==================== imm_encoder
Figure 1. The metal 1 layer (imm_encoder).
(2 px per µm)
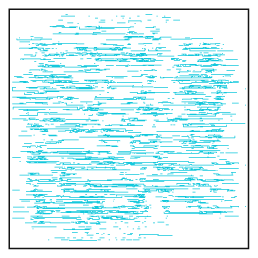

$ cat src/rtl/imm_encoder.sv
`default_nettype none
// ============================================================================
// Module   : imm_encoder
// Purpose  : Packs a 32-bit immediate plus register/function fields into an
//            RV32I instruction word (I/U/S/B/J formats). It also flags
//            immediates that the selected format cannot represent.
//            The input and output use valid/ready handshakes. The latency is
//            one cycle. A 2-entry buffer (output register + skid entry) lets
//            in_ready be driven from a register.
// Ports    : clk, rst_n           clock, synchronous active-low reset
//            in_valid/in_ready    input handshake
//            in_imm, in_extop     immediate value and format select
//            in_opcode, in_rd, in_rs1, in_rs2, in_funct3  fixed fields
//            out_valid/out_ready  output handshake
//            out_inst, out_err    encoded word and error flag
//            err_cnt              saturating count of accepted errored requests
// Revision : 1.0  initial release
// ============================================================================
module imm_encoder #(
    parameter int ERR_CNT_W = 16,
    parameter bit STRICT    = 1'b1
) (
    input  logic                 clk,
    input  logic                 rst_n,
    input  logic                 in_valid,
    output logic                 in_ready,
    input  logic [31:0]          in_imm,
    input  logic [2:0]           in_extop,
    input  logic [6:0]           in_opcode,
    input  logic [4:0]           in_rd,
    input  logic [4:0]           in_rs1,
    input  logic [4:0]           in_rs2,
    input  logic [2:0]           in_funct3,
    output logic                 out_valid,
    input  logic                 out_ready,
    output logic [31:0]          out_inst,
    output logic                 out_err,
    output logic [ERR_CNT_W-1:0] err_cnt
);

    localparam logic [31:0]          C_NOP     = 32'h0000_0013;
    localparam logic [2:0]           C_EXT_I   = 3'b000;
    localparam logic [2:0]           C_EXT_U   = 3'b001;
    localparam logic [2:0]           C_EXT_S   = 3'b010;
    localparam logic [2:0]           C_EXT_B   = 3'b011;
    localparam logic [2:0]           C_EXT_J   = 3'b100;
    localparam logic [ERR_CNT_W-1:0] C_CNT_MAX = {ERR_CNT_W{1'b1}};
    localparam logic [ERR_CNT_W-1:0] C_CNT_ONE = {{(ERR_CNT_W-1){1'b0}}, 1'b1};

    logic [31:0]          w_packed;
    logic                 w_err;
    logic [31:0]          w_word;
    logic                 w_accept;
    logic                 w_out_free;

    logic                 r_out_valid;
    logic [31:0]          r_out_inst;
    logic                 r_out_err;
    logic                 r_skid_valid;
    logic [31:0]          r_skid_inst;
    logic                 r_skid_err;
    logic [ERR_CNT_W-1:0] r_err_cnt;

    // Sign-extension checks: the upper bits must all be copies of the top
    // representable bit.
    logic w_fit12;
    logic w_fit13;
    logic w_fit21;
    assign w_fit12 = (&in_imm[31:11]) | ~(|in_imm[31:11]);
    assign w_fit13 = (&in_imm[31:12]) | ~(|in_imm[31:12]);
    assign w_fit21 = (&in_imm[31:20]) | ~(|in_imm[31:20]);

    always_comb begin
        w_packed = 32'h0;
        w_err    = 1'b0;
        case (in_extop)
            C_EXT_I: begin
                w_packed = {in_imm[11:0], in_rs1, in_funct3, in_rd, in_opcode};
                w_err    = ~w_fit12;
            end
            C_EXT_U: begin
                w_packed = {in_imm[31:12], in_rd, in_opcode};
                w_err    = |in_imm[11:0];
            end
            C_EXT_S: begin
                w_packed = {in_imm[11:5], in_rs2, in_rs1, in_funct3,
                            in_imm[4:0], in_opcode};
                w_err    = ~w_fit12;
            end
            C_EXT_B: begin
                w_packed = {in_imm[12], in_imm[10:5], in_rs2, in_rs1, in_funct3,
                            in_imm[4:1], in_imm[11], in_opcode};
                w_err    = ~w_fit13 | in_imm[0];
            end
            C_EXT_J: begin
                w_packed = {in_imm[20], in_imm[10:1], in_imm[11], in_imm[19:12],
                            in_rd, in_opcode};
                w_err    = ~w_fit21 | in_imm[0];
            end
            default: begin
                // Illegal format: nothing meaningful to pack.
                w_packed = 32'h0;
                w_err    = 1'b1;
            end
        endcase
    end

    assign w_word = (STRICT && w_err) ? C_NOP : w_packed;

    // in_ready comes straight from the skid-occupancy flop.
    assign in_ready   = ~r_skid_valid;
    assign w_accept   = in_valid & in_ready;
    // The output register can take a new word when it is empty or draining.
    assign w_out_free = ~r_out_valid | out_ready;

    always_ff @(posedge clk) begin
        if (!rst_n) begin
            r_out_valid  <= 1'b0;
            r_out_inst   <= 32'h0;
            r_out_err    <= 1'b0;
            r_skid_valid <= 1'b0;
            r_skid_inst  <= 32'h0;
            r_skid_err   <= 1'b0;
            r_err_cnt    <= '0;
        end else begin
            if (w_out_free) begin
                if (r_skid_valid) begin
                    // A held word goes out first. No accept can happen here
                    // because in_ready is low while the skid entry is full.
                    r_out_valid  <= 1'b1;
                    r_out_inst   <= r_skid_inst;
                    r_out_err    <= r_skid_err;
                    r_skid_valid <= 1'b0;
                end else if (w_accept) begin
                    r_out_valid <= 1'b1;
                    r_out_inst  <= w_word;
                    r_out_err   <= w_err;
                end else begin
                    r_out_valid <= 1'b0;
                end
            end else if (w_accept) begin
                r_skid_valid <= 1'b1;
                r_skid_inst  <= w_word;
                r_skid_err   <= w_err;
            end

            if (w_accept && w_err && (r_err_cnt != C_CNT_MAX)) begin
                r_err_cnt <= r_err_cnt + C_CNT_ONE;
            end
        end
    end

    assign out_valid = r_out_valid;
    assign out_inst  = r_out_inst;
    assign out_err   = r_out_err;
    assign err_cnt   = r_err_cnt;

endmodule
`default_nettype wire

$ cat config.mk
export PLATFORM = sky130hd
export DESIGN_NAME = imm_encoder
export DESIGN_NICKNAME = d
export VERILOG_FILES = /design/src/rtl/imm_encoder.sv
export SDC_FILE = /design/constraint.sdc
export NUM_CORES = 1
export LEC_CHECK = 0
export ABC_AREA = 1
export CELL_PAD_IN_SITES_DETAIL_PLACEMENT = 0
export CELL_PAD_IN_SITES_GLOBAL_PLACEMENT = 1
export CORE_UTILIZATION = 34
export DETAILED_ROUTE_END_ITERATION = 8
export PLACE_DENSITY_LB_ADDON = 0.25
export SLEW_MARGIN = 0
export SYNTH_ARGS = -nofsm -noshare
export SYNTH_HDL_FRONTEND = slang
export SYNTH_SLANG_ARGS = --single-unit
$ cat constraint.sdc
create_clock -name clk -period 2.4 [get_ports clk]
set_clock_uncertainty 0.1 [all_clocks]
set_input_delay 0.24 -clock clk [delete_from_list [all_inputs] [get_ports clk]]
set_output_delay 0.24 -clock clk [all_outputs]
set_load 0.02 [all_outputs]
==================== cnt_step_monitor
[src/rtl/cnt_step_monitor.sv]
// cnt_step_monitor: classifies counter steps and queues irregular ones in a FWFT FIFO.
// Defining CNT_MON_LOG_ALL_EN pushes routine UP/DOWN steps as well.
module cnt_step_monitor #(
    parameter int W        = 10,
    parameter int DEPTH    = 4,
    parameter int UP_STEP  = 5,
    parameter int DN_STEP  = 9,
    parameter int WRAP_MIN = 256
) (
    input  logic         clk,
    input  logic         rst,
    input  logic [W-1:0] cnt_i,
    input  logic         cnt_vld_i,
    input  logic         ovf_clr_i,
    output logic         ev_valid_o,
    input  logic         ev_ready_i,
    output logic [2:0]   ev_kind_o,
    output logic [W:0]   ev_delta_o,
    output logic [W-1:0] ev_value_o,
    output logic         ovf_o,
    output logic [7:0]   drop_cnt_o
);
    localparam int AW = $clog2(DEPTH);
    localparam logic [W:0] UP1  = (W+1)'(UP_STEP);
    localparam logic [W:0] UP2  = (W+1)'(2 * UP_STEP);
    localparam logic [W:0] DN1  = (W+1)'(-DN_STEP);
    localparam logic [W:0] DN2  = (W+1)'(-2 * DN_STEP);
    localparam logic [W:0] WMIN = (W+1)'(WRAP_MIN);
`ifdef CNT_MON_LOG_ALL_EN
    localparam bit LOG_ALL = 1'b1;
`else
    localparam bit LOG_ALL = 1'b0;
`endif

    logic [W-1:0] prev_q, prev_d;
    logic         prev_ok_q, prev_ok_d;
    logic [2:0]   kind_q [DEPTH];
    logic [2:0]   kind_d [DEPTH];
    logic [W:0]   dlt_q [DEPTH];
    logic [W:0]   dlt_d [DEPTH];
    logic [W-1:0] val_q [DEPTH];
    logic [W-1:0] val_d [DEPTH];
    logic [AW-1:0] rd_q, rd_d, wr_q, wr_d;
    logic [AW:0]  cnt_q, cnt_d;
    logic         ovf_q, ovf_d;
    logic [7:0]   drop_q, drop_d, drop_base;
    logic [W:0]   delta, mag;
    logic [2:0]   kind;
    logic         push, pop, full, drop, wr_en;

    always_comb begin
        delta     = {cnt_i[W-1], cnt_i} - {prev_q[W-1], prev_q};
        mag       = delta[W] ? -delta : delta;
        kind      = !prev_ok_q    ? 3'd0 :
                    delta == '0   ? 3'd5 :
                    delta == UP1  ? 3'd1 :
                    delta == DN1  ? 3'd2 :
                    delta == UP2  ? 3'd3 :
                    delta == DN2  ? 3'd4 :
                    mag >= WMIN   ? 3'd6 : 3'd7;
        push      = cnt_vld_i && (LOG_ALL || (kind != 3'd1 && kind != 3'd2));
        pop       = ev_valid_o && ev_ready_i;
        full      = cnt_q == (AW+1)'(DEPTH);
        drop      = push && full && !pop;
        wr_en     = push && !drop;
        kind_d    = kind_q;
        dlt_d     = dlt_q;
        val_d     = val_q;
        if (wr_en) begin
            kind_d[wr_q] = kind;
            dlt_d[wr_q]  = prev_ok_q ? delta : '0;
            val_d[wr_q]  = cnt_i;
        end
        wr_d      = wr_q + AW'(wr_en);
        rd_d      = rd_q + AW'(pop);
        cnt_d     = cnt_q + (AW+1)'(wr_en) - (AW+1)'(pop);
        prev_d    = cnt_vld_i ? cnt_i : prev_q;
        prev_ok_d = prev_ok_q || cnt_vld_i;
        // a drop in the same cycle as a clear counts on top of the cleared value
        drop_base = ovf_clr_i ? 8'd0 : drop_q;
        drop_d    = (drop && drop_base != 8'hFF) ? drop_base + 8'd1 : drop_base;
        ovf_d     = drop || (ovf_q && !ovf_clr_i);
    end

    always_ff @(posedge clk) begin
        if (rst) begin
            prev_q    <= '0;
            prev_ok_q <= 1'b0;
            kind_q    <= '{default: '0};
            dlt_q     <= '{default: '0};
            val_q     <= '{default: '0};
            rd_q      <= '0;
            wr_q      <= '0;
            cnt_q     <= '0;
            ovf_q     <= 1'b0;
            drop_q    <= '0;
        end else begin
            prev_q    <= prev_d;
            prev_ok_q <= prev_ok_d;
            kind_q    <= kind_d;
            dlt_q     <= dlt_d;
            val_q     <= val_d;
            rd_q      <= rd_d;
            wr_q      <= wr_d;
            cnt_q     <= cnt_d;
            ovf_q     <= ovf_d;
            drop_q    <= drop_d;
        end
    end

    assign ev_valid_o = cnt_q != '0;
    assign ev_kind_o  = kind_q[rd_q];
    assign ev_delta_o = dlt_q[rd_q];
    assign ev_value_o = val_q[rd_q];
    assign ovf_o      = ovf_q;
    assign drop_cnt_o = drop_q;
endmodule

[config.mk]
export PLATFORM = sky130hd
export DESIGN_NAME = cnt_step_monitor
export DESIGN_NICKNAME = d
export VERILOG_FILES = /design/src/rtl/cnt_step_monitor.sv
export SDC_FILE = /design/constraint.sdc
export NUM_CORES = 1
export LEC_CHECK = 0
export CORE_MARGIN = 1
export CORE_UTILIZATION = 30
export DETAILED_ROUTE_END_ITERATION = 12
export SLEW_MARGIN = 30
export SYNTH_ARGS = -nofsm -noshare
export SYNTH_HDL_FRONTEND = slang
export SYNTH_SLANG_ARGS = --single-unit
[constraint.sdc]
create_clock -name clk -period 6.9 [get_ports clk]
set_input_delay 2.07 -clock clk [delete_from_list [all_inputs] [get_ports clk]]
set_output_delay 2.07 -clock clk [all_outputs]
set_load 0.1 [all_outputs]
==================== program_loader
### src/rtl/program_loader.sv
// Byte-stream program loader: parses framed images, writes big-endian words to program
// memory and releases the core only after a checksum-verified image has landed.
module program_loader #(
  parameter int unsigned MEMORY_DEPTH   = 32,
  parameter int unsigned ADDR_WIDTH     = 5,
  parameter logic [7:0]  SYNC_BYTE      = 8'hA5,
  parameter int unsigned TIMEOUT_CYCLES = 1000000
) (
  input  logic                  clk,
  input  logic                  reset,
  input  logic [7:0]            in_data,
  input  logic                  in_valid,
  output logic                  in_ready,
  output logic                  mem_we,
  output logic [ADDR_WIDTH-1:0] mem_addr,
  output logic [31:0]           mem_wdata,
  output logic                  cpu_hold,
  output logic                  done,
  output logic                  error
);

  localparam int unsigned TmoWidth = $clog2(TIMEOUT_CYCLES + 1);
  localparam int unsigned IdxWidth = ADDR_WIDTH + 1;
  localparam logic [TmoWidth-1:0] TmoLast = TmoWidth'(TIMEOUT_CYCLES - 1);

  typedef enum logic [2:0] {
    StIdle, StLenHi, StLenLo, StData, StCheck, StDone, StError
  } state_t;

  state_t                stateQ, stateD;
  logic [7:0]            lenHiQ, lenHiD;
  logic [IdxWidth-1:0]   lenQ, lenD;
  logic [IdxWidth-1:0]   idxQ, idxD;
  logic [7:0]            chkQ, chkD;
  logic [31:0]           wordQ, wordD;
  logic [1:0]            byteCntQ, byteCntD;
  logic [TmoWidth-1:0]   tmoQ, tmoD;
  logic                  memWeD;
  logic [ADDR_WIDTH-1:0] memAddrD;
  logic [31:0]           memWdataD;
  logic                  xfer;
  logic                  active;
  logic [15:0]           lenFull;

  assign xfer    = in_valid & in_ready;
  assign lenFull = {lenHiQ, in_data};
  assign active  = (stateQ == StLenHi) || (stateQ == StLenLo) ||
                   (stateQ == StData)  || (stateQ == StCheck);

  always_comb begin
    stateD    = stateQ;
    lenHiD    = lenHiQ;
    lenD      = lenQ;
    idxD      = idxQ;
    chkD      = chkQ;
    wordD     = wordQ;
    byteCntD  = byteCntQ;
    tmoD      = '0;
    memWeD    = 1'b0;
    memAddrD  = mem_addr;
    memWdataD = mem_wdata;

    // Idle time between bytes is only policed inside a frame.
    if (active && !xfer) begin
      if (tmoQ == TmoLast) begin
        stateD = StError;
      end else begin
        tmoD = tmoQ + 1'b1;
      end
    end

    if (xfer) begin
      unique case (stateQ)
        StIdle, StError: begin
          if (in_data == SYNC_BYTE) begin
            stateD = StLenHi;
            chkD   = '0;
          end
        end
        StLenHi: begin
          lenHiD = in_data;
          chkD   = chkQ + in_data;
          stateD = StLenLo;
        end
        StLenLo: begin
          chkD = chkQ + in_data;
          if (lenFull == 16'd0) begin
            stateD = StCheck;
          end else if (lenFull > 16'(MEMORY_DEPTH)) begin
            stateD = StError;
          end else begin
            stateD   = StData;
            lenD     = lenFull[IdxWidth-1:0];
            idxD     = '0;
            byteCntD = '0;
          end
        end
        StData: begin
          wordD    = {wordQ[23:0], in_data};
          chkD     = chkQ + in_data;
          byteCntD = byteCntQ + 2'd1;
          if (byteCntQ == 2'd3) begin
            memWeD    = 1'b1;
            memAddrD  = idxQ[ADDR_WIDTH-1:0];
            memWdataD = {wordQ[23:0], in_data};
            idxD      = idxQ + 1'b1;
            if (idxQ == lenQ - IdxWidth'(1)) begin
              stateD = StCheck;
            end
          end
        end
        StCheck: begin
          stateD = (in_data == chkQ) ? StDone : StError;
        end
        default: ;
      endcase
    end
  end

  always_ff @(posedge clk or negedge reset) begin
    if (!reset) begin
      stateQ    <= StIdle;
      lenHiQ    <= '0;
      lenQ      <= '0;
      idxQ      <= '0;
      chkQ      <= '0;
      wordQ     <= '0;
      byteCntQ  <= '0;
      tmoQ      <= '0;
      in_ready  <= 1'b1;
      mem_we    <= 1'b0;
      mem_addr  <= '0;
      mem_wdata <= '0;
      cpu_hold  <= 1'b1;
      done      <= 1'b0;
      error     <= 1'b0;
    end else begin
      stateQ    <= stateD;
      lenHiQ    <= lenHiD;
      lenQ      <= lenD;
      idxQ      <= idxD;
      chkQ      <= chkD;
      wordQ     <= wordD;
      byteCntQ  <= byteCntD;
      tmoQ      <= tmoD;
      in_ready  <= (stateD != StDone);
      mem_we    <= memWeD;
      mem_addr  <= memAddrD;
      mem_wdata <= memWdataD;
      cpu_hold  <= (stateD != StDone);
      done      <= (stateD == StDone);
      error     <= (stateD == StError);
    end
  end

endmodule
### config.mk
export PLATFORM = sky130hd
export DESIGN_NAME = program_loader
export DESIGN_NICKNAME = d
export VERILOG_FILES = /design/src/rtl/program_loader.sv
export SDC_FILE = /design/constraint.sdc
export NUM_CORES = 1
export LEC_CHECK = 0
export ABC_AREA = 1
export CAP_MARGIN = 20
export CORE_MARGIN = 2
export CORE_UTILIZATION = 50
export DETAILED_ROUTE_END_ITERATION = 10
export GPL_ROUTABILITY_DRIVEN = 0
export PLACE_DENSITY_LB_ADDON = 0.25
export SLEW_MARGIN = 40
export SYNTH_ARGS = -nofsm -noshare
export SYNTH_HDL_FRONTEND = slang
export SYNTH_SLANG_ARGS = --single-unit
export TNS_END_PERCENT = 10
### constraint.sdc
create_clock -name clk -period 1.86 [get_ports clk]
set_input_delay 0.372 -clock clk [delete_from_list [all_inputs] [get_ports clk]]
set_output_delay 0.372 -clock clk [all_outputs]
set_load 0.05 [all_outputs]
Figure 2. Where the registers sit (program_loader).
(4 px per µm) Other sequential cells in the stronger gray, the rest of the logic in the fainter gray.
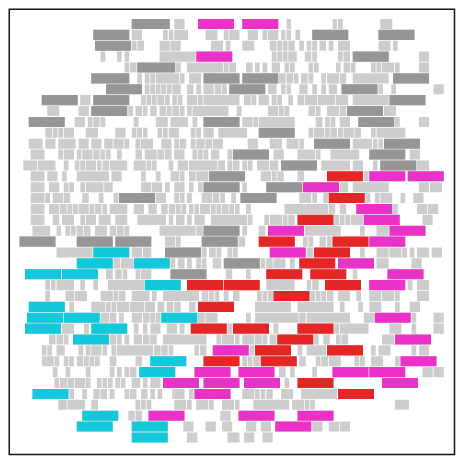
[`tmoQ`] cyan | flops: 20
[`mem_wdata`] magenta | flops: 32
[`wordQ`] red | flops: 24

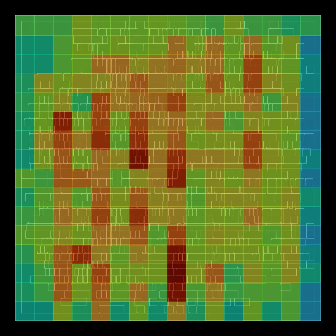
Figure 3: program_loader, routing congestion map.
all-layer global routing usage: 0.216
met2 GRT Util: 0.363
GR Layer Usage met1: 0.276

==> impl_metrics.yaml, program_loader <==
# flow metrics
outcome:
  status: "finished, violations left"
  violations: "setup timing"
timing:
  setup_viol: 1
  setup_slack_ns: -0.0475
grt:
  grt_max_degree: 52
place:
  place_area_um2: 6680
  numPortBuffers: 52
yosys:
  syn_nets: 682
  synthFlopType: "dfrtp_1"
  ys_cells: 659
layout:
  syn_to_final_growth_pct: 29.2
critical_path:
  cp.depth: 10
power_and_ir_drop:
  pg_seq_mw: 3.48
floorplanning:
  tap_cells: 143
drt:
  met3_length_um: 515
min_path:
  min-delay-start: "tmoQ[0]$_DFF_PN0_"
[program_loader: logic make-up after synthesis]
group | Yosys count | share of synthesized area
buffers and inverters | 103 | 0.0799
flip-flops | 118 | 0.517
AND/OR/NAND/NOR | 286 | 0.213
XOR/XNOR | 17 | 0.0260
adder cells (fa/ha/maj) | 12 | 0.0276
AND-OR/OR-AND | 123 | 0.137
[program_loader: cell usage in the layout (no fill, tap or decap), types with 4 or more instances in the layout]
| master | instances |
|---|---|
| buf_4 | 86 |
| o21ai_2 | 36 |
| dfrtp_1 | 115 |
| buf_12 | 6 |
| clkinv_2 | 5 |
| xor2_1 | 11 |
| bufinv_16 | 4 |
| ha_1 | 9 |
| a21oi_1 | 16 |
| o21ai_1 | 5 |
| nor2_2 | 4 |
| dlygate4sd2_1 | 6 |
| nand3_1 | 22 |
| o21ai_0 | 54 |
| nand4_1 | 7 |
| nor2_1 | 56 |
| nand2_1 | 169 |
| inv_2 | 7 |
| clkbuf_16 | 17 |
| inv_1 | 79 |
| xnor2_1 | 6 |
| clkdlybuf4s50_1 | 9 |
| nor3_1 | 11 |
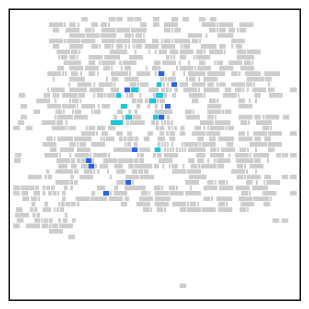
Figure 4: cnt_step_monitor, gate families picked out.
(2 px per µm)
[xor and xnor cells] blue | cells: 10 | most used: xnor2_1
[non-inverting ao/oa cells] cyan | cells: 10
most used logic cell in the final layout: dfxtp_1
Final Non-Filler Cells: 922
logic share of the area: 0.456

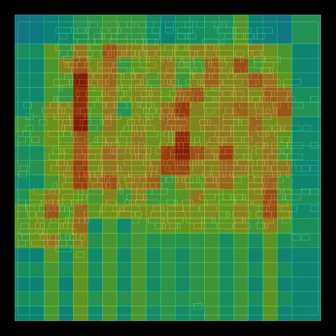
Figure 5: cnt_step_monitor, routing congestion map.
GR Layer Usage met1: 0.196
Core Util, Final: 0.373
all-layer global routing usage: 0.140
WL/cell: 14.6 µm
met2 GRT Util: 0.209

==> impl_metrics.yaml, cnt_step_monitor <==
# flow metrics
clock_tree:
  clock.latency.late_pin_ns: 0.41
  cts_tree: "yes"
yosys:
  synth_cell_type_count: 64
  yosysTopAreaCellShare: 0.403
  synthesis.area_um2: 6110
  simple_gate_share: 0.178
  yosys.area.top_type: "dfxtp_1"
  synth.logic.top_family: "multiplexers"
  syn_avg_cell_area_um2: 10.1
timing:
  final_min_period_over_clock_period: 0.889
  hold_viol: 0
floorplanning:
  chipHeight_um: 145
layout:
  nets: 679
  largest_reg_flops: 44
  drive_above_1_share: 0.111
  biggestCellCategory: "multi-input combinational cells"
  antenna_cells: 0
critical_path:
  crit_family: "adder cells"
  cp.buffers_inverters: 4
  cp_max_fo: 6
outcome:
  status: "finished, final reports clean"
grt:
  antenna_found_initial: 0
  grt_util_met3: 0.0296
  gr-max-usage-layer: "met2"
power_and_ir_drop:
  vdd_ir_drop_max_mv: 0.219
min_path:
  min-delay-start: "val_q[37]$_SDFFE_PP0P_"
-- cnt_step_monitor: power groups by stage --
stage               Combinational, mW  Sequential [mW]  Clock [mW]
finish                          0.569            0.816       0.818
global route                    0.609            0.828       0.866
floorplan                       0.484            0.792           0
detailed placement              0.570            0.833           0
global placement                0.571            0.832           0
CTS                             0.573            0.819       0.834
-- cnt_step_monitor: metrics by stage --
| stage | utilization | hold slack (ns) | worst slack [ns] |
|---|---|---|---|
| 5_1_grt | 0.373 | 0.464 | 0.447 |
| 3_3_place_gp | 0.346 | 0.442 | 0.452 |
| 2_1_floorplan | - | 0.432 | 1.21 |
| 3_5_place_dp | 0.346 | 0.447 | 0.392 |
| 6_report | 0.373 | 0.452 | 0.769 |
| 4_1_cts | 0.373 | 0.456 | 0.808 |
-- cnt_step_monitor: worst min-delay path by stage --
stage	to	slack, ns	depth (start not counted)
finish	val_q[37]$_SDFFE_PP0P_	0.45	2
floorplan	dlt_q[33]$_SDFFE_PP0P_	0.43	2
detailed placement	dlt_q[38]$_SDFFE_PP0P_	0.45	2
CTS	val_q[12]$_SDFFE_PP0P_	0.46	2
global route	dlt_q[36]$_SDFFE_PP0P_	0.46	2
global placement	kind_q[9]$_SDFFE_PP0P_	0.44	2
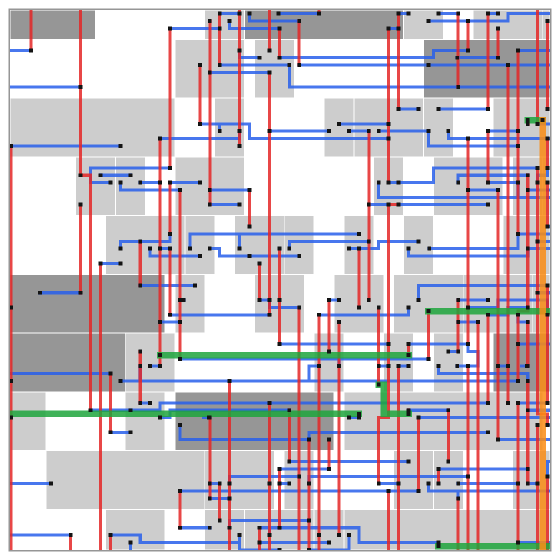
Figure 6: imm_encoder, layout detail.
Window x 77 to 102, y 77 to 102 µm. Cells in gray, sequential cells in the stronger gray; small squares are vias.
[metal 4] orange
[metal 1] blue
[metal 2] red
[metal 3] green
most frequent: nand2_1 (12), xor2_1 (5)
netlist names of flops here include: `err_cnt` (4)
sequential cells in the window: 4
cells with their middle in the window: 48

Notes on Figure 1 above:
wire length on this layer: 6510 µm
longest straight run: 36.3 µm
share of all routed wire: 46%

==> impl_metrics.yaml, imm_encoder <==
# flow metrics
yosys:
  common_cells: "nand2_1, nor2_1, dfxtp_1"
  ys_cells: 720
  yosysTopAreaCellShare: 0.362
  ys_area_um2: 4640
  synthesis.area_um2: 4640
  syn_avg_cell_area_um2: 6.44
  yosys-top-cells-area: "dfxtp_1, nand2_1, nor2_1"
power_and_ir_drop:
  pg_seq_mw: 1.48
  leakagePower_nw: 2.64
  power.group.top: "registers"
  vdd_ir_drop_max_mv: 0.376
  finalPower_mw: 3.60
  internal_power_mw: 2.64
  switching_share: 0.267
outcome:
  status: "finished, final reports clean"
grt:
  grt_pass1_vias: 4773
  antenna_found_initial: 0
  grt_util_met3: 0.0436
  grtUsageTotal: 0.210
  grt_max_degree: 48
layout:
  stdcell_area_um2: 6370
  comb_area_um2: 2620
  buffers_excl_clock: 137
  final_cell_mix: "nand2_1, clkdlybuf4s50_1, nor2_1"
  nets: 891
timing:
  rsz0062_at_grt: "no"
  setup_slack_ns: 0.372
  worst_hold_slack_ns: 0.365
clock_tree:
  clock.latency.late_pin_ns: 0.34
  cts_resized: 0
  cts_hold_buf: 0
floorplanning:
  chipHeight_um: 119
  dieArea_um2: 14100
  initCoreUtil: 0.349
drt:
  post_drt_via_cell_ratio: 4.95
  met1Wirelength_um: 6510
critical_path:
  path_cells: "ha_1 -> nand2_2 -> nor2_4 -> nand2_2 -> nor3_2 -> a41oi_4 -> buf_4 -> nand3_1 -> a21oi_1"
  crit_family: "simple AND/OR/NAND/NOR gates"
min_path:
  min_path_type: "flip-flop to flip-flop"
place:
  place_area_um2: 6060
imm_encoder: path summary, 6_finish.rpt:
| check | start | to | slack [ns] | depth (start not counted) |
|---|---|---|---|---|
| setup / recovery | err_cnt[0]$_SDFFE_PN0P_ | err_cnt[13]$_SDFFE_PN0P_ | 0.37 | 9 |
| hold / removal | out_inst[29]$_SDFFE_PN0P_ | out_inst[29]$_SDFFE_PN0P_ | 0.36 | 2 |
| setup reg to reg | err_cnt[0]$_SDFFE_PN0P_ | err_cnt[13]$_SDFFE_PN0P_ | 0.37 | 9 |
| hold reg to reg | out_inst[29]$_SDFFE_PN0P_ | out_inst[29]$_SDFFE_PN0P_ | 0.36 | 2 |
imm_encoder: cell families after synthesis:
family,Yosys count,synth area share
AND-OR/OR-AND,157,0.187
buffers and inverters,84,0.0763
adder cells (fa/ha/maj),1,0.00270
flip-flops,84,0.362
AND/OR/NAND/NOR,380,0.345
XOR/XNOR,14,0.0264
imm_encoder: registers in the layout, summed over array words and instances, names as in the netlist:
register      count
out_inst         32
r_skid_inst      32
err_cnt          16
out_err           1
out_valid         1
r_skid_err        1
r_skid_valid      1

No activity file was given, so power comes from the tool's default toggle rates.
